# reg_total_cnt_src

Fig. 1: reg_total_cnt_src, cells coloured by class
Bar = 20 um. Fill, decap, tap and diode cells in grey.
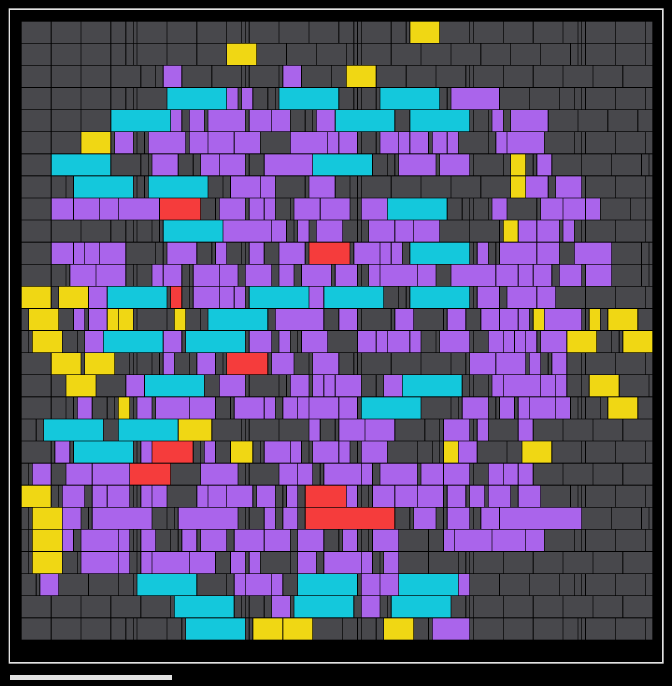

--- src/rtl/reg_total_cnt_src.sv ---
// reg_total_cnt_src
// Source side of the TOTAL_CNT read-only status register. Per-cycle event
// increments accumulate into a saturating counter that drives the register
// field directly. A read-pulse from the register block consumes exactly the
// value the CPU read, so events that land between the register sample and the
// pulse are kept. A sticky flag reports that the counter clipped at MAX.
//
// Read handshake: f_counter_rd is a single-cycle pulse with no ready/ack. It
// is raised by the register block in the cycle after the CPU read sampled
// f_counter_up_data. The sampled value is therefore the previous cycle's
// cnt_q, which this block keeps in prev_q. The pulse is always accepted in
// the cycle it is high, and back-to-back pulses are legal.
module reg_total_cnt_src #(
   parameter int unsigned CNT_WIDTH = 16,
   parameter int unsigned INC_WIDTH = 3,
   parameter int unsigned CLR_ON_RD = 1
) (
   input  logic                 clk,
   input  logic                 rst,
   input  logic                 cnt_en,
   input  logic [INC_WIDTH-1:0] evt_inc,
   input  logic                 sw_clr,
   input  logic                 f_counter_rd,
   output logic [CNT_WIDTH-1:0] f_counter_up_data,
   output logic                 cnt_sat
);

   localparam logic [CNT_WIDTH-1:0] MAX = '1;

   logic [CNT_WIDTH-1:0] cnt_q;
   logic [CNT_WIDTH-1:0] prev_q;
   logic                 sat_q;

   logic                 rd_clr;
   logic [CNT_WIDTH-1:0] inc;
   logic [CNT_WIDTH-1:0] base;
   logic [CNT_WIDTH:0]   sum;
   logic                 over;
   logic [CNT_WIDTH-1:0] cnt_d;
   logic                 sat_d;

   // Next count and sticky flag: subtract what the read consumed, add this
   // cycle's events, clip at MAX.
   always_comb begin
      rd_clr = f_counter_rd && (CLR_ON_RD != 0);
      inc    = cnt_en ? CNT_WIDTH'(evt_inc) : '0;
      // Events that accrued after the read sampled the counter survive the
      // clear. The difference is taken modulo 2**CNT_WIDTH.
      base   = rd_clr ? (cnt_q - prev_q) : cnt_q;
      sum    = {1'b0, base} + {1'b0, inc};
      // base and inc both fit in CNT_WIDTH bits, so the sum exceeds MAX
      // exactly when its carry bit is set.
      over   = sum[CNT_WIDTH];
      cnt_d  = over ? MAX : sum[CNT_WIDTH-1:0];
      sat_d  = sat_q || over;
      if (rd_clr) begin
         // The read restarts the flag. It stays set if the counter clipped
         // after the sampled value, which the read never reported.
         sat_d = over || ((cnt_q == MAX) && (prev_q != MAX));
      end
   end

   // Counter, sample shadow and sticky flag. Reset and sw_clr win over
   // everything, and any increment in that cycle is dropped.
   always_ff @(posedge clk) begin
      if (rst || sw_clr) begin
         cnt_q  <= '0;
         prev_q <= '0;
         sat_q  <= 1'b0;
      end else begin
         cnt_q  <= cnt_d;
         prev_q <= cnt_q;
         sat_q  <= sat_d;
      end
   end

   assign f_counter_up_data = cnt_q;
   assign cnt_sat           = sat_q;

endmodule

--- config.mk ---
export PLATFORM = sky130hd
export DESIGN_NAME = reg_total_cnt_src
export DESIGN_NICKNAME = d
export VERILOG_FILES = /design/src/rtl/reg_total_cnt_src.sv
export SDC_FILE = /design/constraint.sdc
export NUM_CORES = 1
export LEC_CHECK = 0
export CORE_UTILIZATION = 42
export DETAILED_ROUTE_END_ITERATION = 10
export GPL_TIMING_DRIVEN = 0
export PLACE_DENSITY = 0.67
export SYNTH_ARGS = -nofsm -noshare
export SYNTH_HDL_FRONTEND = slang
export SYNTH_SLANG_ARGS = --single-unit
--- constraint.sdc ---
create_clock -name clk -period 5.2 [get_ports clk]
set_input_delay 1.56 -clock clk [delete_from_list [all_inputs] [get_ports clk]]
set_output_delay 1.56 -clock clk [all_outputs]
set_load 0.01 [all_outputs]
# zuse_fp_mul_seq

`config.mk`:
```
export PLATFORM = sky130hd
export DESIGN_NAME = zuse_fp_mul_seq
export DESIGN_NICKNAME = d
export VERILOG_FILES = /design/src/rtl/zuse_fp_mul_seq.sv
export SDC_FILE = /design/constraint.sdc
export NUM_CORES = 1
export LEC_CHECK = 0
export ABC_CLOCK_PERIOD_IN_PS = 4400
export CELL_PAD_IN_SITES_DETAIL_PLACEMENT = 1
export CELL_PAD_IN_SITES_GLOBAL_PLACEMENT = 1
export CORE_AREA = 2 2 224 116
export DETAILED_ROUTE_END_ITERATION = 16
export DIE_AREA = 0 0 226 118
export PLACE_DENSITY = 0.59
export SYNTH_ARGS = -nofsm -noshare
export SYNTH_HDL_FRONTEND = slang
export SYNTH_SLANG_ARGS = --single-unit
```
`constraint.sdc`:
```
create_clock -name clk -period 4.4 [get_ports clk]
set_input_delay 0.44 -clock clk [delete_from_list [all_inputs] [get_ports clk]]
set_output_delay 0.44 -clock clk [all_outputs]
set_load 0.05 [all_outputs]
```
`src/rtl/zuse_fp_mul_seq.sv`:
```
// zuse_fp_mul_seq -- sequential floating-point multiplier for the FPU datapath.
// Operands are sign / two's-complement exponent / mantissa with an explicit
// leading bit. Zero is encoded as e = most negative exponent, m = 0, s = 0.
// The mantissa product is built by shift-add, one multiplier bit per cycle.
//
// Ports:
//   clk, reset        system clock, synchronous active-high reset
//   start             one-cycle request, only honoured in IDLE
//   a_s/a_e/a_m       operand A sign / exponent / mantissa
//   b_s/b_e/b_m       operand B sign / exponent / mantissa
//   res_s/res_e/res_m registered result, updated only when done pulses
//   zero_flag         result is zero (operand zero or underflow)
//   overflow_flag     exponent overflow, result saturated
//   underflow_flag    exponent underflow, result forced to zero
//   idle              high while waiting for a request
//   done              one-cycle pulse in the cycle the result updates
module zuse_fp_mul_seq #(
  parameter int EXP_W = 7,
  parameter int MAN_W = 15
) (
  input  logic             clk,
  input  logic             reset,
  input  logic             start,
  input  logic             a_s,
  input  logic [EXP_W-1:0] a_e,
  input  logic [MAN_W-1:0] a_m,
  input  logic             b_s,
  input  logic [EXP_W-1:0] b_e,
  input  logic [MAN_W-1:0] b_m,
  output logic             res_s,
  output logic [EXP_W-1:0] res_e,
  output logic [MAN_W-1:0] res_m,
  output logic             zero_flag,
  output logic             overflow_flag,
  output logic             underflow_flag,
  output logic             idle,
  output logic             done
);

  localparam int PW = 2 * MAN_W;
  localparam int CW = $clog2(MAN_W);
  localparam logic [EXP_W-1:0] ZERO_E = {1'b1, {(EXP_W-1){1'b0}}};
  localparam logic signed [EXP_W+1:0] EXP_MAX = (EXP_W+2)'(2**(EXP_W-1) - 1);
  localparam logic signed [EXP_W+1:0] EXP_MIN = -EXP_MAX;

  typedef enum logic [2:0] {IDLE, LOAD, MUL, NORM, DONE} state_t;

  state_t state, state_nx;

  logic             as_r, bs_r;
  logic [EXP_W-1:0] ae_r, be_r;
  logic [MAN_W-1:0] am_r, bm_r;
  logic             sign_r;
  logic [EXP_W:0]   exp_sum;
  logic [PW-1:0]    acc;
  logic [CW-1:0]    cnt;

  logic                    op_zero;
  logic [PW-1:0]           partial;
  logic signed [EXP_W+1:0] norm_exp;
  logic [MAN_W-1:0]        norm_m;

  // An operand counts as zero if it carries the zero exponent or is not
  // normalized; either way the multiply is skipped.
  assign op_zero = (ae_r == ZERO_E) || !am_r[MAN_W-1] ||
                   (be_r == ZERO_E) || !bm_r[MAN_W-1];

  // State register.
  always_ff @(posedge clk) begin
    if (reset) state <= IDLE;
    else       state <= state_nx;
  end

  // Next-state logic.
  always_comb begin
    state_nx = state;
    case (state)
      IDLE: if (start) state_nx = LOAD;
      LOAD: state_nx = op_zero ? DONE : MUL;
      MUL:  if (cnt == CW'(MAN_W-1)) state_nx = NORM;
      NORM: state_nx = DONE;
      DONE: state_nx = IDLE;
      default: state_nx = IDLE;
    endcase
  end

  // Handshake outputs decoded from state.
  always_comb begin
    idle = (state == IDLE);
    done = (state == DONE);
  end

  // Shifted multiplicand and the normalization of the finished product.
  // Both operands are normalized, so the product's top set bit is P[29] or P[28].
  always_comb begin
    partial  = PW'(am_r) << cnt;
    norm_exp = {exp_sum[EXP_W], exp_sum} + {{(EXP_W+1){1'b0}}, acc[PW-1]};
    norm_m   = acc[PW-1] ? acc[PW-1:MAN_W] : acc[PW-2:MAN_W-1];
  end

  // Datapath: operand capture, shift-add accumulation, result registers.
  // Result and flags are written on the edge that enters DONE, so they change
  // exactly in the done cycle and the old result stays visible while busy.
  always_ff @(posedge clk) begin
    if (reset) begin
      as_r <= 1'b0; ae_r <= '0; am_r <= '0;
      bs_r <= 1'b0; be_r <= '0; bm_r <= '0;
      sign_r <= 1'b0; exp_sum <= '0; acc <= '0; cnt <= '0;
      res_s <= 1'b0; res_e <= ZERO_E; res_m <= '0;
      zero_flag <= 1'b0; overflow_flag <= 1'b0; underflow_flag <= 1'b0;
    end else begin
      case (state)
        IDLE: begin
          if (start) begin
            as_r <= a_s; ae_r <= a_e; am_r <= a_m;
            bs_r <= b_s; be_r <= b_e; bm_r <= b_m;
          end
        end
        LOAD: begin
          sign_r  <= as_r ^ bs_r;
          exp_sum <= {ae_r[EXP_W-1], ae_r} + {be_r[EXP_W-1], be_r};
          acc     <= '0;
          cnt     <= '0;
          if (op_zero) begin
            res_s <= 1'b0; res_e <= ZERO_E; res_m <= '0;
            zero_flag <= 1'b1; overflow_flag <= 1'b0; underflow_flag <= 1'b0;
          end
        end
        MUL: begin
          if (bm_r[cnt]) acc <= acc + partial;
          cnt <= cnt + 1'b1;
        end
        NORM: begin
          if (norm_exp > EXP_MAX) begin
            res_s <= sign_r; res_e <= {1'b0, {(EXP_W-1){1'b1}}}; res_m <= '1;
            zero_flag <= 1'b0; overflow_flag <= 1'b1; underflow_flag <= 1'b0;
          end else if (norm_exp < EXP_MIN) begin
            res_s <= 1'b0; res_e <= ZERO_E; res_m <= '0;
            zero_flag <= 1'b1; overflow_flag <= 1'b0; underflow_flag <= 1'b1;
          end else begin
            res_s <= sign_r; res_e <= norm_exp[EXP_W-1:0]; res_m <= norm_m;
            zero_flag <= 1'b0; overflow_flag <= 1'b0; underflow_flag <= 1'b0;
          end
        end
        default: ;
      endcase
    end
  end

endmodule

```
# intercon_cfg_loader

### src/rtl/intercon_cfg_loader.sv
// -----------------------------------------------------------------------------
// intercon_cfg_loader
//
// Purpose:
//   Loads the serial configuration chain of NUM_XBARS daisy-chained crossbars.
//   The fabric config controller hands over one XBAR_BITS-wide switch word per
//   crossbar on a valid/ready port. Each word is shifted toward the chain head
//   LSB first, one bit per shift_clk rising edge. shift_clk is a divided,
//   registered clock: CLK_DIV clk cycles low, then CLK_DIV clk cycles high.
//   The first word accepted ends up in the crossbar farthest from the head.
//
// Handshake:
//   A word moves on any rising clk edge where cfg_valid and cfg_ready are both
//   high. cfg_ready is registered. It is high only in WAIT_WORD, and it drops on
//   the edge that takes the word. The word is held internally while it shifts,
//   so cfg_data may change right after the transfer.
//
// Ports:
//   clk        system clock, all logic on the rising edge
//   rst        synchronous active-high reset
//   start      1-cycle pulse, begins a full-chain load (honoured only in IDLE)
//   abort      level, ends any load in progress and returns to IDLE
//   cfg_valid  cfg_data is valid
//   cfg_ready  loader takes cfg_data this cycle
//   cfg_data   switch word, bit 0 shifted first
//   busy       high from start accept until the return to IDLE
//   done       1-cycle pulse, all NUM_XBARS*XBAR_BITS bits shifted
//   aborted    1-cycle pulse, load ended by abort
//   shift_clk  chain shift clock, the chain samples shift_i on its rising edge
//   shift_en   chain shift enable, high for the entire load
//   shift_i    serial data into the chain head
//   shift_o    serial data out of the chain tail
//   fsm_state  current FSM state (debug/observation)
//
// Optional feature (macro CFG_READBACK_EN):
//   Defining the macro adds the ports rd_valid and rd_data. shift_o is sampled
//   on the last clk of every SHIFT_HI phase. After the final bit of each word,
//   rd_valid pulses for one cycle. rd_data then holds the word displaced from
//   the chain tail, which is the old config, farthest crossbar first.
//   When the macro is undefined, shift_o is unused.
// -----------------------------------------------------------------------------
module intercon_cfg_loader #(
    parameter int NUM_XBARS = 4,
    parameter int XBAR_BITS = 20,
    parameter int CLK_DIV   = 2
) (
    input  logic                 clk,
    input  logic                 rst,
    input  logic                 start,
    input  logic                 abort,
    input  logic                 cfg_valid,
    output logic                 cfg_ready,
    input  logic [XBAR_BITS-1:0] cfg_data,
    output logic                 busy,
    output logic                 done,
    output logic                 aborted,
    output logic                 shift_clk,
    output logic                 shift_en,
    output logic                 shift_i,
    input  logic                 shift_o,
    output logic [2:0]           fsm_state
`ifdef CFG_READBACK_EN
    ,
    output logic                 rd_valid,
    output logic [XBAR_BITS-1:0] rd_data
`endif
);

    localparam int BIT_W  = (XBAR_BITS > 1) ? $clog2(XBAR_BITS) : 1;
    localparam int WORD_W = $clog2(NUM_XBARS) + 1;
    localparam int DIV_W  = (CLK_DIV > 1) ? $clog2(CLK_DIV) : 1;

    localparam logic [BIT_W-1:0]  LAST_BIT  = BIT_W'(XBAR_BITS - 1);
    localparam logic [WORD_W-1:0] LAST_WORD = WORD_W'(NUM_XBARS - 1);
    localparam logic [DIV_W-1:0]  LAST_DIV  = DIV_W'(CLK_DIV - 1);

    typedef enum logic [2:0] {
        S_IDLE      = 3'd0,
        S_WAIT_WORD = 3'd1,
        S_SHIFT_LO  = 3'd2,
        S_SHIFT_HI  = 3'd3,
        S_DONE      = 3'd4
    } state_t;

    state_t                 state;
    logic [XBAR_BITS-1:0]   word;
    logic [BIT_W-1:0]       bit_cnt;
    logic [WORD_W-1:0]      word_cnt;
    logic [DIV_W-1:0]       div_cnt;

    assign fsm_state = state;

`ifndef CFG_READBACK_EN
    logic unused_shift_o;
    assign unused_shift_o = shift_o;
`endif

    always_ff @(posedge clk) begin
        if (rst) begin
            state     <= S_IDLE;
            word      <= '0;
            bit_cnt   <= '0;
            word_cnt  <= '0;
            div_cnt   <= '0;
            cfg_ready <= 1'b0;
            busy      <= 1'b0;
            done      <= 1'b0;
            aborted   <= 1'b0;
            shift_clk <= 1'b0;
            shift_en  <= 1'b0;
            shift_i   <= 1'b0;
`ifdef CFG_READBACK_EN
            rd_valid  <= 1'b0;
            rd_data   <= '0;
`endif
        end else begin
            // Pulses default low. Each one is raised for a single cycle below.
            done    <= 1'b0;
            aborted <= 1'b0;
`ifdef CFG_READBACK_EN
            rd_valid <= 1'b0;
`endif
            if (abort && state != S_IDLE) begin
                // Abort drops shift_clk on the same edge. A high phase may be
                // cut short, but a new rising edge is never issued.
                state     <= S_IDLE;
                cfg_ready <= 1'b0;
                busy      <= 1'b0;
                shift_clk <= 1'b0;
                shift_en  <= 1'b0;
                shift_i   <= 1'b0;
                aborted   <= 1'b1;
`ifdef CFG_READBACK_EN
                rd_data   <= '0;
`endif
            end else begin
                case (state)
                    S_IDLE: begin
                        if (start) begin
                            state     <= S_WAIT_WORD;
                            busy      <= 1'b1;
                            shift_en  <= 1'b1;
                            cfg_ready <= 1'b1;
                            word_cnt  <= '0;
                        end
                    end

                    S_WAIT_WORD: begin
                        if (cfg_valid && cfg_ready) begin
                            word      <= cfg_data;
                            bit_cnt   <= '0;
                            div_cnt   <= '0;
                            shift_i   <= cfg_data[0];
                            cfg_ready <= 1'b0;
                            state     <= S_SHIFT_LO;
                        end
                    end

                    S_SHIFT_LO: begin
                        // shift_i has been stable since this phase began.
                        // That gives CLK_DIV cycles of setup before the rise.
                        if (div_cnt == LAST_DIV) begin
                            div_cnt   <= '0;
                            shift_clk <= 1'b1;
                            state     <= S_SHIFT_HI;
                        end else begin
                            div_cnt <= div_cnt + 1'b1;
                        end
                    end

                    S_SHIFT_HI: begin
                        if (div_cnt == LAST_DIV) begin
                            div_cnt   <= '0;
                            shift_clk <= 1'b0;
`ifdef CFG_READBACK_EN
                            // The tail still presents the bit pushed out by this
                            // rising edge.
                            rd_data[bit_cnt] <= shift_o;
`endif
                            if (bit_cnt != LAST_BIT) begin
                                bit_cnt <= bit_cnt + 1'b1;
                                shift_i <= word[bit_cnt + 1'b1];
                                state   <= S_SHIFT_LO;
                            end else begin
`ifdef CFG_READBACK_EN
                                rd_valid <= 1'b1;
`endif
                                if (word_cnt != LAST_WORD) begin
                                    word_cnt  <= word_cnt + 1'b1;
                                    cfg_ready <= 1'b1;
                                    state     <= S_WAIT_WORD;
                                end else begin
                                    done     <= 1'b1;
                                    shift_en <= 1'b0;
                                    shift_i  <= 1'b0;
                                    state    <= S_DONE;
                                end
                            end
                        end else begin
                            div_cnt <= div_cnt + 1'b1;
                        end
                    end

                    S_DONE: begin
                        // busy is held through DONE and falls with the return
                        // to IDLE.
                        busy  <= 1'b0;
                        state <= S_IDLE;
                    end

                    default: begin
                        state <= S_IDLE;
                    end
                endcase
            end
        end
    end

endmodule
### config.mk
export PLATFORM = sky130hd
export DESIGN_NAME = intercon_cfg_loader
export DESIGN_NICKNAME = d
export VERILOG_FILES = /design/src/rtl/intercon_cfg_loader.sv
export SDC_FILE = /design/constraint.sdc
export NUM_CORES = 1
export LEC_CHECK = 0
export CORE_MARGIN = 4
export CORE_UTILIZATION = 29
export DETAILED_ROUTE_END_ITERATION = 16
export HOLD_SLACK_MARGIN = 0.12
export RECOVER_POWER = 50
export SETUP_SLACK_MARGIN = 0.1
export SLEW_MARGIN = 25
export SYNTH_ARGS = -nofsm -noshare
export SYNTH_HDL_FRONTEND = slang
export SYNTH_SLANG_ARGS = --single-unit
### constraint.sdc
create_clock -name clk -period 5.3 [get_ports clk]
set_input_delay 1.06 -clock clk [delete_from_list [all_inputs] [get_ports clk]]
set_output_delay 1.06 -clock clk [all_outputs]
set_load 0.02 [all_outputs]
# mem_access_unit

### src/rtl/mem_pkg.sv
// Shared types and constants for the memory-stage access unit.
// State encoding, funct3 width codes and the load result-source code.
package mem_pkg;

  typedef enum logic [1:0] {
    IDLE,
    REQ,
    WAIT_R,
    DONE
  } state_t;

  localparam logic [2:0] F3_B  = 3'b000;
  localparam logic [2:0] F3_H  = 3'b001;
  localparam logic [2:0] F3_W  = 3'b010;
  localparam logic [2:0] F3_BU = 3'b100;
  localparam logic [2:0] F3_HU = 3'b101;

  localparam logic [1:0] RESULT_SRC_MEM = 2'b01;

  function automatic logic isByte(input logic [2:0] f3);
    return f3[1:0] == F3_B[1:0];
  endfunction

  function automatic logic isHalf(input logic [2:0] f3);
    return f3[1:0] == F3_H[1:0];
  endfunction

  // 011/110/111 fall into the word class as well
  function automatic logic isWord(input logic [2:0] f3);
    return (f3[1:0] == F3_W[1:0]) | (f3[1:0] == 2'b11);
  endfunction

endpackage

### src/rtl/mem_access_unit_load_extend.sv
// Load lane select and sign/zero extension (combinational).
// rdata: bus word, addr: byte offset, funct3: width/sign, data: result.
module load_extend
  import mem_pkg::*;
(
  input  logic [31:0] rdata,
  input  logic [1:0]  addr,
  input  logic [2:0]  funct3,
  output logic [31:0] data
);

  logic [7:0]  b;
  logic [15:0] h;

  always_comb begin
    b = rdata[{addr, 3'b000} +: 8];
    h = addr[1] ? rdata[31:16] : rdata[15:0];
    unique case (funct3)
      F3_B:    data = {{24{b[7]}}, b};
      F3_H:    data = {{16{h[15]}}, h};
      F3_BU:   data = {24'd0, b};
      F3_HU:   data = {16'd0, h};
      default: data = rdata;
    endcase
  end

endmodule

### src/rtl/mem_access_unit.sv
// Memory-stage controller: EX/MEM fields to req/gnt/rvalid bus, stalls.
// Ports: pipeline in (ALUResultM..Funct3M), ReadDataM/StallM/flags, d* bus.
module mem_access_unit
  import mem_pkg::*;
#(
  parameter int TIMEOUT_CYCLES = 255,
  parameter int CNT_W          = 8
) (
  input  logic        clk,
  input  logic        reset,
  input  logic [31:0] ALUResultM,
  input  logic [31:0] WriteDataM,
  input  logic        MemWriteM,
  input  logic [1:0]  ResultSrcM,
  input  logic [2:0]  Funct3M,
  output logic [31:0] ReadDataM,
  output logic        StallM,
  output logic        MisalignM,
  output logic        BusErrM,
  output logic        dreq,
  output logic        dwe,
  output logic [31:0] daddr,
  output logic [31:0] dwdata,
  output logic [3:0]  dbe,
  input  logic        dgnt,
  input  logic        drvalid,
  input  logic [31:0] drdata
);

  state_t           state;
  logic [31:0]      addrR;
  logic [31:0]      wdR;
  logic [3:0]       beR;
  logic             weR;
  logic [2:0]       f3R;
  logic [CNT_W-1:0] cnt;
  logic [31:0]      rdataR;
  logic             errR;

  logic        acc;
  logic        mis;
  logic        start;
  logic        timeUp;
  logic [31:0] wdIn;
  logic [3:0]  beIn;
  logic [31:0] extData;

  assign acc = MemWriteM | (ResultSrcM == RESULT_SRC_MEM);
  assign mis = acc & ((isWord(Funct3M) & (|ALUResultM[1:0]))
                    | (isHalf(Funct3M) & ALUResultM[0]));
  assign start  = (state == IDLE) & acc & ~mis;
  assign timeUp = cnt == CNT_W'(TIMEOUT_CYCLES);
  assign MisalignM = (state == IDLE) & mis;

  always_comb begin
    wdIn = WriteDataM;
    beIn = 4'b1111;
    unique case (1'b1)
      isByte(Funct3M): begin
        wdIn = {4{WriteDataM[7:0]}};
        if (MemWriteM) beIn = 4'b0001 << ALUResultM[1:0];
      end
      isHalf(Funct3M): begin
        wdIn = {2{WriteDataM[15:0]}};
        if (MemWriteM) beIn = ALUResultM[1] ? 4'b1100 : 4'b0011;
      end
      default: ;
    endcase
  end

  load_extend u_ext (
    .rdata (rdataR),
    .addr  (addrR[1:0]),
    .funct3(f3R),
    .data  (extData)
  );

  // Reset forces every bus/pipeline output low, including the
  // combinational request issued straight from IDLE.
  always_comb begin
    dreq      = 1'b0;
    dwe       = 1'b0;
    daddr     = 32'd0;
    dwdata    = 32'd0;
    dbe       = 4'd0;
    StallM    = 1'b0;
    ReadDataM = 32'd0;
    BusErrM   = 1'b0;
    if (!reset) begin
      unique case (state)
        IDLE: if (start) begin
          dreq   = 1'b1;
          dwe    = MemWriteM;
          daddr  = {ALUResultM[31:2], 2'b00};
          dwdata = wdIn;
          dbe    = beIn;
          StallM = 1'b1;
        end
        REQ: begin
          dreq   = 1'b1;
          dwe    = weR;
          daddr  = {addrR[31:2], 2'b00};
          dwdata = wdR;
          dbe    = beR;
          StallM = 1'b1;
        end
        WAIT_R: StallM = 1'b1;
        DONE: begin
          BusErrM   = errR;
          ReadDataM = errR ? 32'd0 : extData;
        end
      endcase
    end
  end

  always_ff @(posedge clk or posedge reset) begin
    if (reset) begin
      state  <= IDLE;
      addrR  <= '0;
      wdR    <= '0;
      beR    <= '0;
      weR    <= 1'b0;
      f3R    <= '0;
      cnt    <= '0;
      rdataR <= '0;
      errR   <= 1'b0;
    end else begin
      unique case (state)
        IDLE: if (start) begin
          addrR  <= ALUResultM;
          wdR    <= wdIn;
          beR    <= beIn;
          weR    <= MemWriteM;
          f3R    <= Funct3M;
          rdataR <= '0;
          errR   <= 1'b0;
          cnt    <= '0;
          if (dgnt) state <= MemWriteM ? DONE : WAIT_R;
          else      state <= REQ;
        end
        REQ: begin
          // a grant on the final counted cycle still wins
          if (dgnt) begin
            state <= weR ? DONE : WAIT_R;
            cnt   <= '0;
          end else if (timeUp) begin
            state <= DONE;
            errR  <= 1'b1;
          end else begin
            cnt <= cnt + 1'b1;
          end
        end
        WAIT_R: begin
          if (drvalid) begin
            rdataR <= drdata;
            state  <= DONE;
          end else if (timeUp) begin
            state <= DONE;
            errR  <= 1'b1;
          end else begin
            cnt <= cnt + 1'b1;
          end
        end
        DONE: state <= IDLE;
      endcase
    end
  end

endmodule

### config.mk
export PLATFORM = sky130hd
export DESIGN_NAME = mem_access_unit
export DESIGN_NICKNAME = d
export VERILOG_FILES = /design/src/rtl/mem_pkg.sv /design/src/rtl/mem_access_unit_load_extend.sv /design/src/rtl/mem_access_unit.sv
export SDC_FILE = /design/constraint.sdc
export NUM_CORES = 1
export LEC_CHECK = 0
export ABC_CLOCK_PERIOD_IN_PS = 9400
export CAP_MARGIN = 10
export CORE_MARGIN = 1
export CORE_UTILIZATION = 47
export CTS_BUF_LIST = sky130_fd_sc_hd__clkbuf_16
export DETAILED_ROUTE_END_ITERATION = 8
export GPL_ROUTABILITY_DRIVEN = 0
export PLACE_DENSITY = 0.9
export SETUP_SLACK_MARGIN = 0.15
export SKIP_LAST_GASP = 1
export SYNTH_ARGS = -nofsm -noshare
export SYNTH_HDL_FRONTEND = slang
export SYNTH_SLANG_ARGS = --single-unit
export TNS_END_PERCENT = 10
### constraint.sdc
create_clock -name clk -period 9.4 [get_ports clk]
set_clock_uncertainty 0.15 [all_clocks]
set_input_delay 1.88 -clock clk [delete_from_list [all_inputs] [get_ports clk]]
set_output_delay 1.88 -clock clk [all_outputs]
set_load 0.03 [all_outputs]

## Gallery

A small window of the routed layout.
(a)
Region (0, 30) to (50, 80) um. Cells in grey, sequential cells in the stronger grey; small squares are vias.
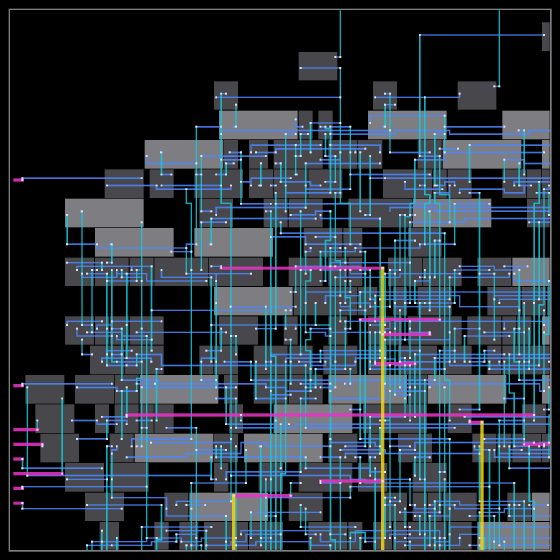
(b)
Region (0, 37) to (50, 87) um. Cells in grey, sequential cells in the stronger grey; small squares are vias.
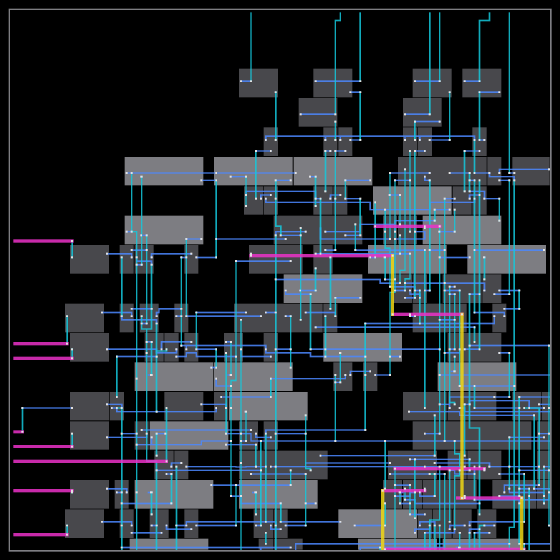
(c)
Region (5, 66) to (55, 116) um. Cells in grey, sequential cells in the stronger grey; small squares are vias.
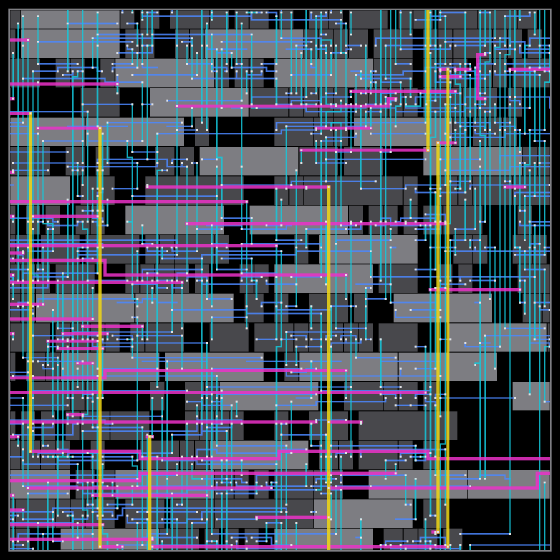
(d)
Region (32, 64) to (82, 114) um. Cells in grey, sequential cells in the stronger grey; small squares are vias.
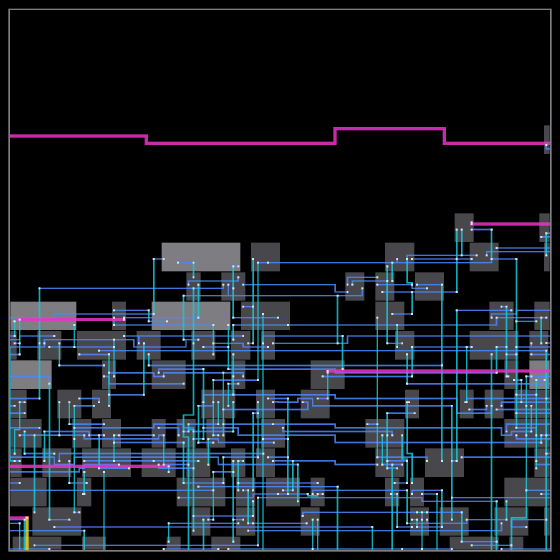
(d): zuse_fp_mul_seq
(a): reg_total_cnt_src
(c): mem_access_unit
(b): intercon_cfg_loader

Key to (c):
| colour | layer |
|---|---|
| blue | metal 1 |
| magenta | metal 3 |
| cyan | metal 2 |
| yellow | metal 4 |
cells with their middle in the window: 243
most frequent: nand2_1 (126), clkdlybuf4s50_1 (40), dfrtp_1 (33)
sequential cells in the window: 33
netlist names of flops here include: `addrR` (23), `wdR` (7), `beR` (3)

Fig. 2: zuse_fp_mul_seq, where the registers sit
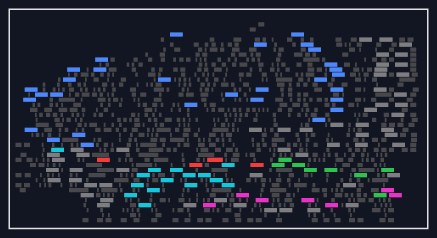
| colour | name in the netlist | flops |
|---|---|---|
| green | `exp_sum` | 8 |
| magenta | `be_r` | 7 |
| blue | `acc` | 30 |
| red | `cnt` | 4 |
| cyan | `am_r` | 15 |
not coloured: 54
Seq. cell area: 0.00237 mm^2
Seq/total area: 26.2%

==> flow_metrics.env, zuse_fp_mul_seq <==
# source this file to load flow results
export IMPL_status="completed"
export IMPL_synth_top_area_share_pct=32.4
export IMPL_fp_util_pct=29.5
export IMPL_fillCellCount=2934
export IMPL_dieArea_mm2=0.0267
export IMPL_yosys_area_share_simple_pct=22.0
export IMPL_dp_slack_ps=96.2
export IMPL_ys_sh_adder_pct=7.41
export IMPL_synth_cell_type_count=64
export IMPL_cpLargestDelayFamily="AND-OR/OR-AND gates"
export IMPL_drive_above_1_share_pct=10.4
export IMPL_hold_viol_final=0
export IMPL_cts_sinks=118
export IMPL_grt_total_usage_pct=18.7
export IMPL_achievable_frequency_ghz=0.246
export IMPL_switchingPower_mw=0.747
export IMPL_mux_area_share_pct=7.72
export IMPL_dieWidth_um=226
export IMPL_pwr_share_clk_pct=49.2
export IMPL_ff2ff_setup_slack_ps=340
export IMPL_pg_comb_mw=0.340
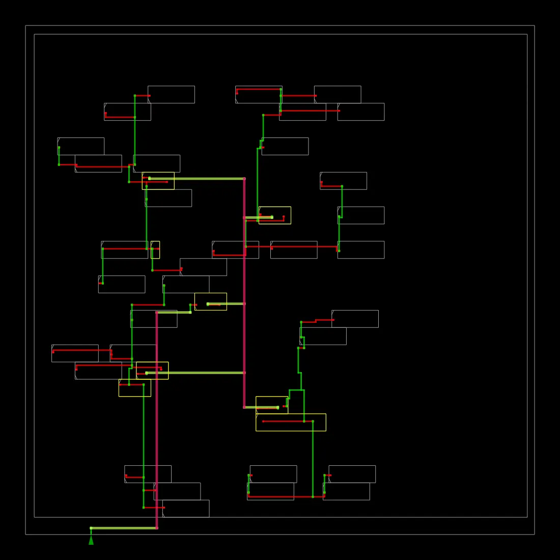
Fig. 3. Clock routing (reg_total_cnt_src).
clk sink count: 33
worst-skew pair later-pin latency: 290 ps
clkbuf count: 7

## Picture notes: Fig. 1
| colour | class | cells | share of their area |
|---|---|---|---|
| purple | combinational and other logic | 257 | 63% |
| red | clock drivers and dummy loads | 8 | 4.0% |
| cyan | flops | 33 | 23% |
| yellow | other buffers and delay cells | 36 | 10% |
post-layout util: 51.1%
core footprint: 0.00592 mm^2

==> flow_metrics.env, reg_total_cnt_src <==
# source this file to load flow results
export IMPL_status="completed"
export IMPL_rr_startpoint="f_counter_up_data[0]"
export IMPL_htreeDepth=2
export IMPL_switching_share_pct=36.8
export IMPL_common_cells="33 x dfxtp_1, 21 x inv_1, 20 x and2_1"
export IMPL_dp_hpwl_um=4900
export IMPL_p_clk_mw=0.254
export IMPL_yosys_area_share_simple_pct=22.4
export IMPL_grt_max_degree=20
export IMPL_switchingPower_mw=0.367
export IMPL_arrival_ps=5100
export IMPL_syn2layout_area_growth_pct=17.7
export IMPL_cellPowerDensity_mw_per_mm2=329
export IMPL_cp_endpoint="f_counter_up_data[13]"
export IMPL_dieArea_mm2=0.00644
export IMPL_top_usage_layer="met2"
export IMPL_syn_inst=303
export IMPL_startpoint="f_counter_rd"
export IMPL_synth_top_area_share_pct=25.7
export IMPL_achievable_frequency_ghz=0.205
export IMPL_grt_ovfl_total=0
export IMPL_buffer_area_share_pct=10.0
export IMPL_vdd_drop_max_mv=0.178
export IMPL_grt_antenna_before_repair=0
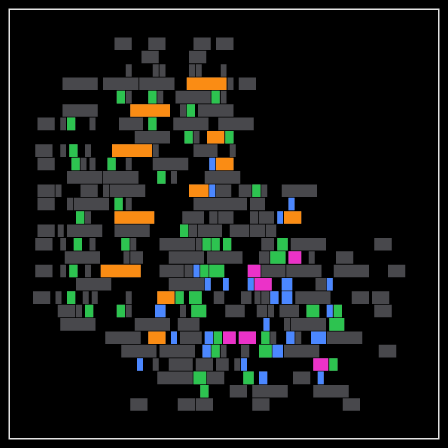
Fig. 4. Logic cells by family (intercon_cfg_loader).
| colour | family | cells |
|---|---|---|
| orange | multiplexers | 11 |
| blue | NOR gates | 25 |
| green | inverting AOI/OAI gates | 43 |
| magenta | AND-OR and OR-AND gates | 6 |
combinational share of cell area: 41.4%
dominant logic cell type in the layout: nand2_1

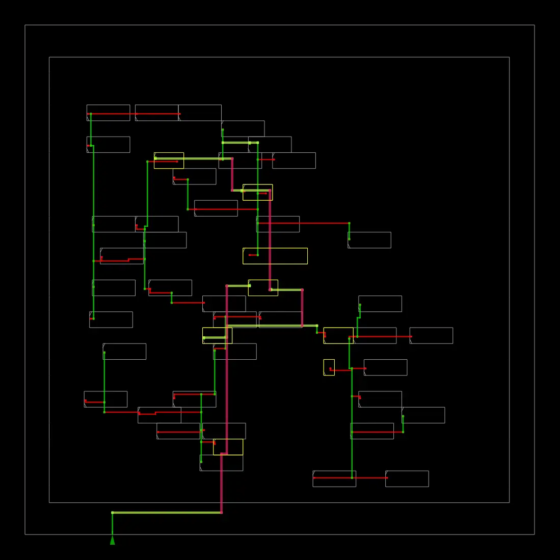
Fig. 5. Clock routing (intercon_cfg_loader).
P_clk: 0.254 mW
worst-skew pair later-pin latency: 290 ps
Worst Skew: 6.28 ps
Flops: 39

==> flow_metrics.env, intercon_cfg_loader <==
# source this file to load flow results
export IMPL_dp_cells=311
export IMPL_n_all_buffers=36
export IMPL_cp_num_buf_inv=2
export IMPL_place_gp_congestion=0.809
export IMPL_reg2reg_depth=6
export IMPL_buffer_area_share_pct=15.2
export IMPL_vdd_drop_max_mv=0.107
export IMPL_grt_max_degree=32
export IMPL_hold_buffers=0
export IMPL_clock_cell_area_share_pct=5.07
export IMPL_finalClockPeriodUsage_pct=56.7
export IMPL_switchingPower_mw=0.131
export IMPL_vias=1548
export IMPL_num_rows=28
export IMPL_status="completed"
export IMPL_met2_usage_pct=18.0
export IMPL_rsz0062_at_grt="false"
export IMPL_cts_clk_slew_worst_paths_ps=80
export IMPL_grt_pass1_wl_um=6820
export IMPL_crit_required_ps=5470
export IMPL_startpoint_type="primary input"
export IMPL_multi_input_comb_cells=157
export IMPL_viasPerCell=4.85
export IMPL_seq_share_pct=33.7
export IMPL_post_synth_top_count_cell="nand2_1"
export IMPL_ys_dominant_reg_cell="dfxtp_1"
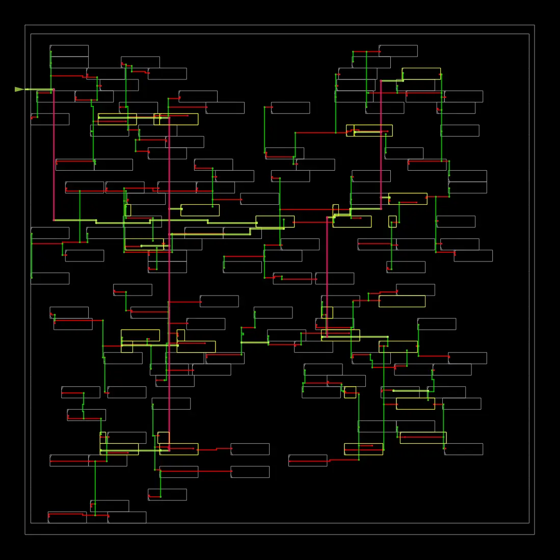
Fig. 6. Clock routing (mem_access_unit).
worst-skew pair later-pin latency: 410 ps
Flops: 115
clkbuf count: 17
P_clk: 0.604 mW

==> flow_metrics.env, mem_access_unit <==
# source this file to load flow results
export IMPL_status="completed"
export IMPL_vias=6821
export IMPL_synth_xor_area_share_pct=0
export IMPL_clockRootBuffer="clkbuf_16"
export IMPL_synth_cell_type_count=54
export IMPL_met2_length_um=9700
export IMPL_postCtsSetupBuffers=0
export IMPL_crit_required_ps=7370
export IMPL_seqCellArea_mm2=0.00288
export IMPL_dr_max_layer_used="met4"
export IMPL_ant_nets=0
export IMPL_ys_dominant_reg_cell="dfrtp_1"
export IMPL_hp_start="wdR[11]"
export IMPL_dieWidth_um=122
export IMPL_wire_per_inst_um=17.2
export IMPL_power_frac_seq_pct=33.3
export IMPL_wl_met1_um=8520
export IMPL_ys_ff=115
export IMPL_critPathMaxStageDelay_ps=960
export IMPL_netlist_logic_family_top="simple AND/OR/NAND/NOR gates"
export IMPL_worstPathCellList="clkdlybuf4s50_1 > a21oi_2 > o221a_2 > buf_4 > nand2_1 > a21oi_1 > clkdlybuf4s50_1"
export IMPL_postLayoutCoreUtil_pct=67.7
export IMPL_internal_power_mw=1.47
export IMPL_critical_path_depth=7
export IMPL_hold_depth=2
export IMPL_syn_inst=856
export IMPL_endpoint_kind="primary output"
export IMPL_edf_count=0
export IMPL_switching_share_pct=42.1

# multiplier_32_seq

[src/rtl/multiplier_32_seq.sv]
// Sequential radix-2 Booth multiplier: BITS x BITS -> 2*BITS product as HI/LO words,
// signed (mult) or unsigned (multu), one Booth step per clock.
module multiplier_32_seq #(
  parameter int unsigned BITS = 32
) (
  input  logic            clock,
  input  logic            reset,
  input  logic            start,
  input  logic            is_signed,
  input  logic [BITS-1:0] multiplicand,
  input  logic [BITS-1:0] multiplier,
  output logic [BITS-1:0] product_hi,
  output logic [BITS-1:0] product_lo,
  output logic            busy,
  output logic            done
);

  // Accumulator layout: {upper[BITS:0], lower[BITS:0], booth_bit}.
  localparam int unsigned AccW = 2 * BITS + 3;
  localparam int unsigned CntW = $clog2(BITS + 1);
  localparam logic [CntW-1:0] LastCnt = CntW'(BITS);

  localparam logic [1:0] StIdle   = 2'd0;
  localparam logic [1:0] StCalc   = 2'd1;
  localparam logic [1:0] StFinish = 2'd2;

  logic [1:0]      state_q, state_d;
  logic [CntW-1:0] count_q, count_d;
  logic [AccW-1:0] acc_q, acc_d;
  logic [BITS:0]   mcand_q, mcand_d;
  logic [BITS-1:0] hi_q, hi_d, lo_q, lo_d;
  logic            busy_q, busy_d;
  logic            done_q, done_d;

  logic [BITS:0]   ext_mcand, ext_mplier, upper, sum;
  logic [AccW-1:0] stepped;

  // One Booth step: conditional add/subtract into upper, then arithmetic shift right.
  always_comb begin
    ext_mcand  = {is_signed & multiplicand[BITS-1], multiplicand};
    ext_mplier = {is_signed & multiplier[BITS-1], multiplier};
    upper      = acc_q[AccW-1 -: BITS+1];
    case (acc_q[1:0])
      2'b01:   sum = upper + mcand_q;
      2'b10:   sum = upper - mcand_q;
      default: sum = upper;
    endcase
    stepped = {sum[BITS], sum, acc_q[BITS+1:1]};
  end

  always_comb begin
    state_d = state_q;
    count_d = count_q;
    acc_d   = acc_q;
    mcand_d = mcand_q;
    hi_d    = hi_q;
    lo_d    = lo_q;
    busy_d  = busy_q;
    done_d  = 1'b0;
    case (state_q)
      StIdle: begin
        if (start) begin
          acc_d   = {{(BITS + 1){1'b0}}, ext_mplier, 1'b0};
          mcand_d = ext_mcand;
          count_d = '0;
          busy_d  = 1'b1;
          state_d = StCalc;
        end
      end
      StCalc: begin
        acc_d   = stepped;
        count_d = count_q + CntW'(1);
        if (count_q == LastCnt) begin
          state_d = StFinish;
        end
      end
      StFinish: begin
        hi_d    = acc_q[2*BITS:BITS+1];
        lo_d    = acc_q[BITS:1];
        done_d  = 1'b1;
        busy_d  = 1'b0;
        state_d = StIdle;
      end
      default: begin
        state_d = StIdle;
        busy_d  = 1'b0;
      end
    endcase
  end

  always_ff @(posedge clock) begin
    if (reset) begin
      state_q <= StIdle;
      count_q <= '0;
      acc_q   <= '0;
      mcand_q <= '0;
      hi_q    <= '0;
      lo_q    <= '0;
      busy_q  <= 1'b0;
      done_q  <= 1'b0;
    end else begin
      state_q <= state_d;
      count_q <= count_d;
      acc_q   <= acc_d;
      mcand_q <= mcand_d;
      hi_q    <= hi_d;
      lo_q    <= lo_d;
      busy_q  <= busy_d;
      done_q  <= done_d;
    end
  end

  assign product_hi = hi_q;
  assign product_lo = lo_q;
  assign busy       = busy_q;
  assign done       = done_q;

endmodule

[config.mk]
export PLATFORM = sky130hd
export DESIGN_NAME = multiplier_32_seq
export DESIGN_NICKNAME = d
export VERILOG_FILES = /design/src/rtl/multiplier_32_seq.sv
export SDC_FILE = /design/constraint.sdc
export NUM_CORES = 1
export LEC_CHECK = 0
export ABC_AREA = 1
export CAP_MARGIN = 20
export CORE_ASPECT_RATIO = 0.75
export CORE_UTILIZATION = 60
export CTS_BUF_LIST = sky130_fd_sc_hd__clkbuf_16
export DETAILED_ROUTE_END_ITERATION = 10
export GPL_TIMING_DRIVEN = 1
export PLACE_DENSITY = 0.86
export SETUP_SLACK_MARGIN = 0.02
export SYNTH_ARGS = -nofsm -noshare
export SYNTH_HDL_FRONTEND = slang
export SYNTH_SLANG_ARGS = --single-unit
[constraint.sdc]
create_clock -name clock -period 4.18 [get_ports clock]
set_clock_uncertainty 0.15 [all_clocks]
set_input_delay 0.627 -clock clock [delete_from_list [all_inputs] [get_ports clock]]
set_output_delay 0.627 -clock clock [all_outputs]
set_load 0.05 [all_outputs]
# chan_reader

===== src/rtl/chan_reader_pkg.sv =====
// Shared sizing helpers for the chan_reader channel-receive FIFO.
package chan_reader_pkg;

   localparam int MAX_DEPTH = 64;

   function automatic int ptr_w(input int depth);
      return $clog2(depth) + 1;
   endfunction

   function automatic int data_w(input int width);
      return (width > 0) ? width : 1;
   endfunction

endpackage


===== src/rtl/chan_reader_mem.sv =====
// Token storage for chan_reader: one synchronous write port, one asynchronous read port, no reset.
module chan_reader_mem #(
   parameter int depth = 4,
   parameter int dw    = 32
) (
   input  logic                     clk,
   input  logic                     we,
   input  logic [$clog2(depth)-1:0] waddr,
   input  logic [dw-1:0]            wdata,
   input  logic [$clog2(depth)-1:0] raddr,
   output logic [dw-1:0]            rdata
);

   logic [dw-1:0] mem [depth];

   always_ff @(posedge clk) begin
      if (we) mem[waddr] <= wdata;
   end

   assign rdata = mem[raddr];

endmodule


===== src/rtl/chan_reader.sv =====
// Receiving end of the VALID/CONSUMED channel: buffers tokens for a single-cycle consumer.
// Optional zero-latency empty-FIFO bypass is enabled by defining CHAN_READER_BYPASS_EN.
module chan_reader
   import chan_reader_pkg::*;
#(
   parameter int width = 32,
   parameter int depth = 4
) (
   input  logic                      CLK,
   input  logic                      RST,
   input  logic [data_w(width)-1:0]  IN_READ,
   input  logic                      IN_READ_VALID,
   output logic                      IN_READ_CONSUMED,
   output logic [data_w(width)-1:0]  OUT_DATA,
   output logic                      OUT_NOT_EMPTY,
   input  logic                      OUT_DEQ,
   output logic [ptr_w(depth)-1:0]   OUT_COUNT
);

   localparam int DW = data_w(width);
   localparam int PW = ptr_w(depth);
   localparam int AW = PW - 1;

   logic [PW-1:0] wr_ptr, rd_ptr;
   logic          full, empty, enq, pop, bypass;
   logic [DW-1:0] head;

   assign empty = (wr_ptr == rd_ptr);
   assign full  = (wr_ptr[AW-1:0] == rd_ptr[AW-1:0]) && (wr_ptr[AW] != rd_ptr[AW]);

   // Full ignores a same-cycle pop, which costs one bubble when draining a full FIFO.
   assign IN_READ_CONSUMED = IN_READ_VALID && !full && !RST;

`ifdef CHAN_READER_BYPASS_EN
   assign bypass = empty && IN_READ_VALID && !RST;
`else
   assign bypass = 1'b0;
`endif

   assign pop = OUT_DEQ && !empty;
   // A bypassed token popped in the same cycle never touches storage.
   assign enq = IN_READ_CONSUMED && !(bypass && OUT_DEQ);

   assign OUT_COUNT     = wr_ptr - rd_ptr;
   assign OUT_NOT_EMPTY = !empty || bypass;

   always_ff @(posedge CLK or posedge RST) begin
      if (RST) begin
         wr_ptr <= '0;
         rd_ptr <= '0;
      end else begin
         if (enq) wr_ptr <= wr_ptr + PW'(1);
         if (pop) rd_ptr <= rd_ptr + PW'(1);
      end
   end

   chan_reader_mem #(
      .depth (depth),
      .dw    (DW)
   ) u_mem (
      .clk   (CLK),
      .we    (enq),
      .waddr (wr_ptr[AW-1:0]),
      .wdata (IN_READ),
      .raddr (rd_ptr[AW-1:0]),
      .rdata (head)
   );

   generate
      if (width == 0) begin : g_token_only
         assign OUT_DATA = '0;
      end else begin : g_data
         always_comb begin
            OUT_DATA = '0;
            if (!empty)      OUT_DATA = head;
            else if (bypass) OUT_DATA = IN_READ;
         end
      end
   endgenerate

endmodule


===== config.mk =====
export PLATFORM = sky130hd
export DESIGN_NAME = chan_reader
export DESIGN_NICKNAME = d
export VERILOG_FILES = /design/src/rtl/chan_reader_pkg.sv /design/src/rtl/chan_reader_mem.sv /design/src/rtl/chan_reader.sv
export SDC_FILE = /design/constraint.sdc
export NUM_CORES = 1
export LEC_CHECK = 0
export CAP_MARGIN = 20
export CELL_PAD_IN_SITES_DETAIL_PLACEMENT = 0
export CELL_PAD_IN_SITES_GLOBAL_PLACEMENT = 1
export CORE_UTILIZATION = 47
export CTS_CLUSTER_SIZE = 30
export DETAILED_ROUTE_END_ITERATION = 10
export PLACE_DENSITY = 0.89
export SYNTH_ARGS = -nofsm -noshare
export SYNTH_HDL_FRONTEND = slang
export SYNTH_SLANG_ARGS = --single-unit

===== constraint.sdc =====
create_clock -name CLK -period 3.8 [get_ports CLK]
set_input_delay 1.14 -clock CLK [delete_from_list [all_inputs] [get_ports CLK]]
set_output_delay 1.14 -clock CLK [all_outputs]
set_load 0.03 [all_outputs]

Fig. 7: chan_reader, where the registers sit
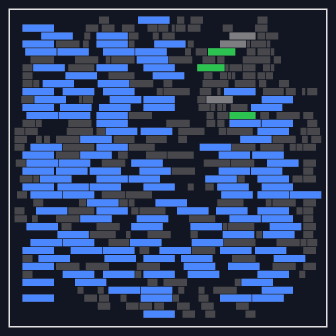
| colour | name in the netlist | flops |
|---|---|---|
| green | `rd_ptr` | 3 |
| blue | `u_mem.mem` | 128 |
not coloured: 3
Seq/total area: 57.8%
Sequential Power: 1.90 mW
post-layout util: 63.2%
Seq. cell area: 0.00400 mm^2

==> flow_metrics.env, chan_reader <==
# source this file to load flow results
export IMPL_combPwrFrac_pct=44.9
export IMPL_top_usage_layer="met2"
export IMPL_synth_xor_area_share_pct=0.803
export IMPL_drt_wl_total_um=9170
export IMPL_cpLargestDelayFamily="buffers and inverters"
export IMPL_grt_max_degree=36
export IMPL_htreeDepth=4
export IMPL_switchingPower_mw=2.27
export IMPL_status="completed"
export IMPL_r2r_end="u_mem.mem[0][20]"
export IMPL_post_synth_top_count_cell="edfxtp_1"
export IMPL_critical_path_depth=7
export IMPL_drc_errors=0
export IMPL_hold_buffers=0
export IMPL_seq_cells=134
export IMPL_largest_reg_flops=128
export IMPL_dr_wl_met3_um=415
export IMPL_yosys_area_share_simple_pct=5.15
export IMPL_lay_top_cells="128 x edfxtp_1, 40 x clkdlybuf4s50_1, 32 x mux4_2, 32 x nor2b_1, 28 x dlymetal6s2s_1"
export IMPL_common_cells="128 x edfxtp_1, 32 x mux4_2, 32 x nor2b_1"
export IMPL_num_rows=38
export IMPL_switching_share_pct=36.0
export IMPL_yosys_top_cells_area="edfxtp_1 73%, mux4_2 14%, nor2b_1 3.8%"
export IMPL_arrival_ps=2500
export IMPL_dp_hpwl_um=5560
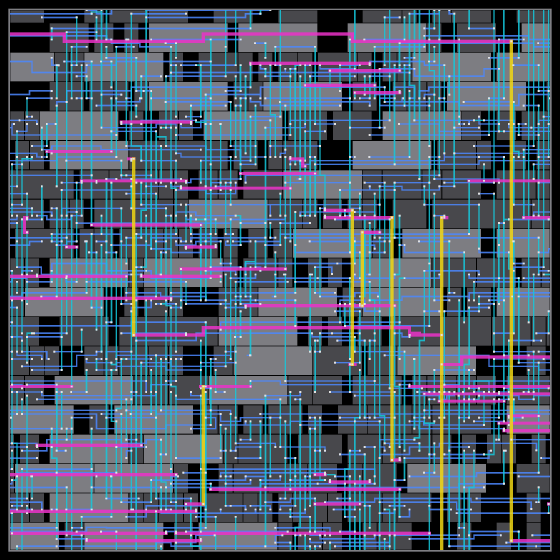
Fig. 8. A small window of the routed layout (multiplier_32_seq).
Region (12, 60) to (62, 110) um. Cells in grey, sequential cells in the stronger grey; small squares are vias.
| colour | layer |
|---|---|
| cyan | metal 2 |
| yellow | metal 4 |
| magenta | metal 3 |
| blue | metal 1 |
netlist names of flops here include: `acc_q` (16), `mcand_q` (11), `product_lo` (8)
sequential cells in the window: 44
cells with their middle in the window: 243
most frequent: dfxtp_1 (44), nand2_1 (29), inv_1 (27)

==> flow_metrics.env, multiplier_32_seq <==
# source this file to load flow results
export IMPL_status="completed"
export IMPL_postSynthAreaPerCell_um2=6.67
export IMPL_cpLargestDelayFamily="simple AND/OR/NAND/NOR gates"
export IMPL_seq_cells=173
export IMPL_placement_io_buffers=133
export IMPL_fillCellCount=1324
export IMPL_yosys_top_cells_area="dfxtp_1 35%, nand2_1 13%, nor2_1 8.0%"
export IMPL_wire_per_inst_um=16.3
export IMPL_internal_power_mw=2.95
export IMPL_drive_above_1_share_pct=5.37
export IMPL_edf_count=0
export IMPL_ys_seq_share_pct=35.2
export IMPL_vias=10100
export IMPL_met2_usage_pct=51.7
export IMPL_met1_usage_pct=53.6
export IMPL_synth_top_area_share_pct=35.2
export IMPL_startpoint_type="flip-flop"
export IMPL_stdcell_count=1792
export IMPL_arrival_ps=3460
export IMPL_crit_required_ps=4410
export IMPL_comb_area_share_pct=45.4
export IMPL_place_gp_congestion=0.968
export IMPL_holdWs_ps=323
export IMPL_netlist_area_mm2=0.00984
export IMPL_dp_hpwl_um=20700
export IMPL_hp_start="mcand_q[31]"


==> layout pictures side by side <==
Logic cells by family.
image #1
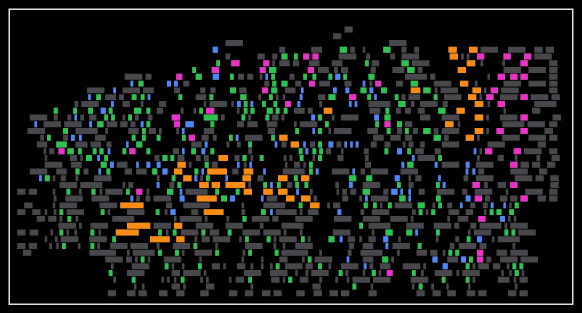
image #2
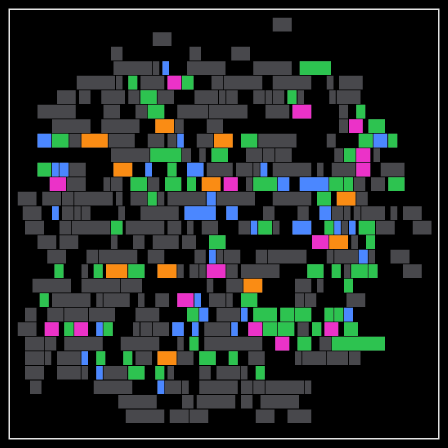
image #3
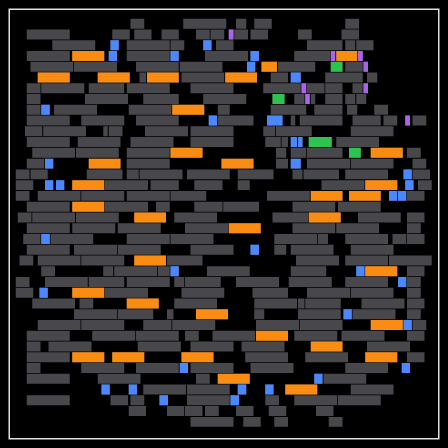
image #4
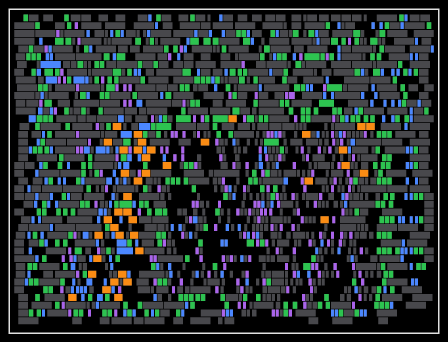
image #5
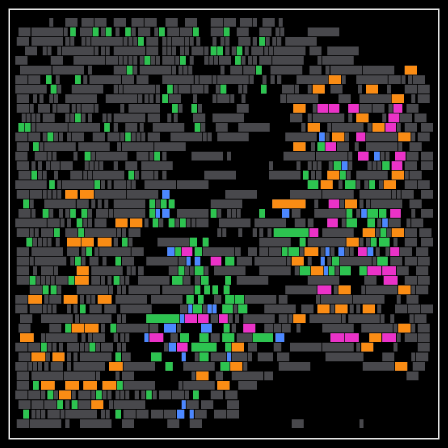
reg_total_cnt_src -> image #2
multiplier_32_seq -> image #4
mem_access_unit -> image #5
zuse_fp_mul_seq -> image #1
chan_reader -> image #3

Key to image #4:
| colour | family | cells |
|---|---|---|
| green | inverting AOI/OAI gates | 324 |
| blue | NOR gates | 234 |
| orange | XOR/XNOR gates | 40 |
| purple | inverters | 186 |

Power is estimated from default activity; no workload was simulated.
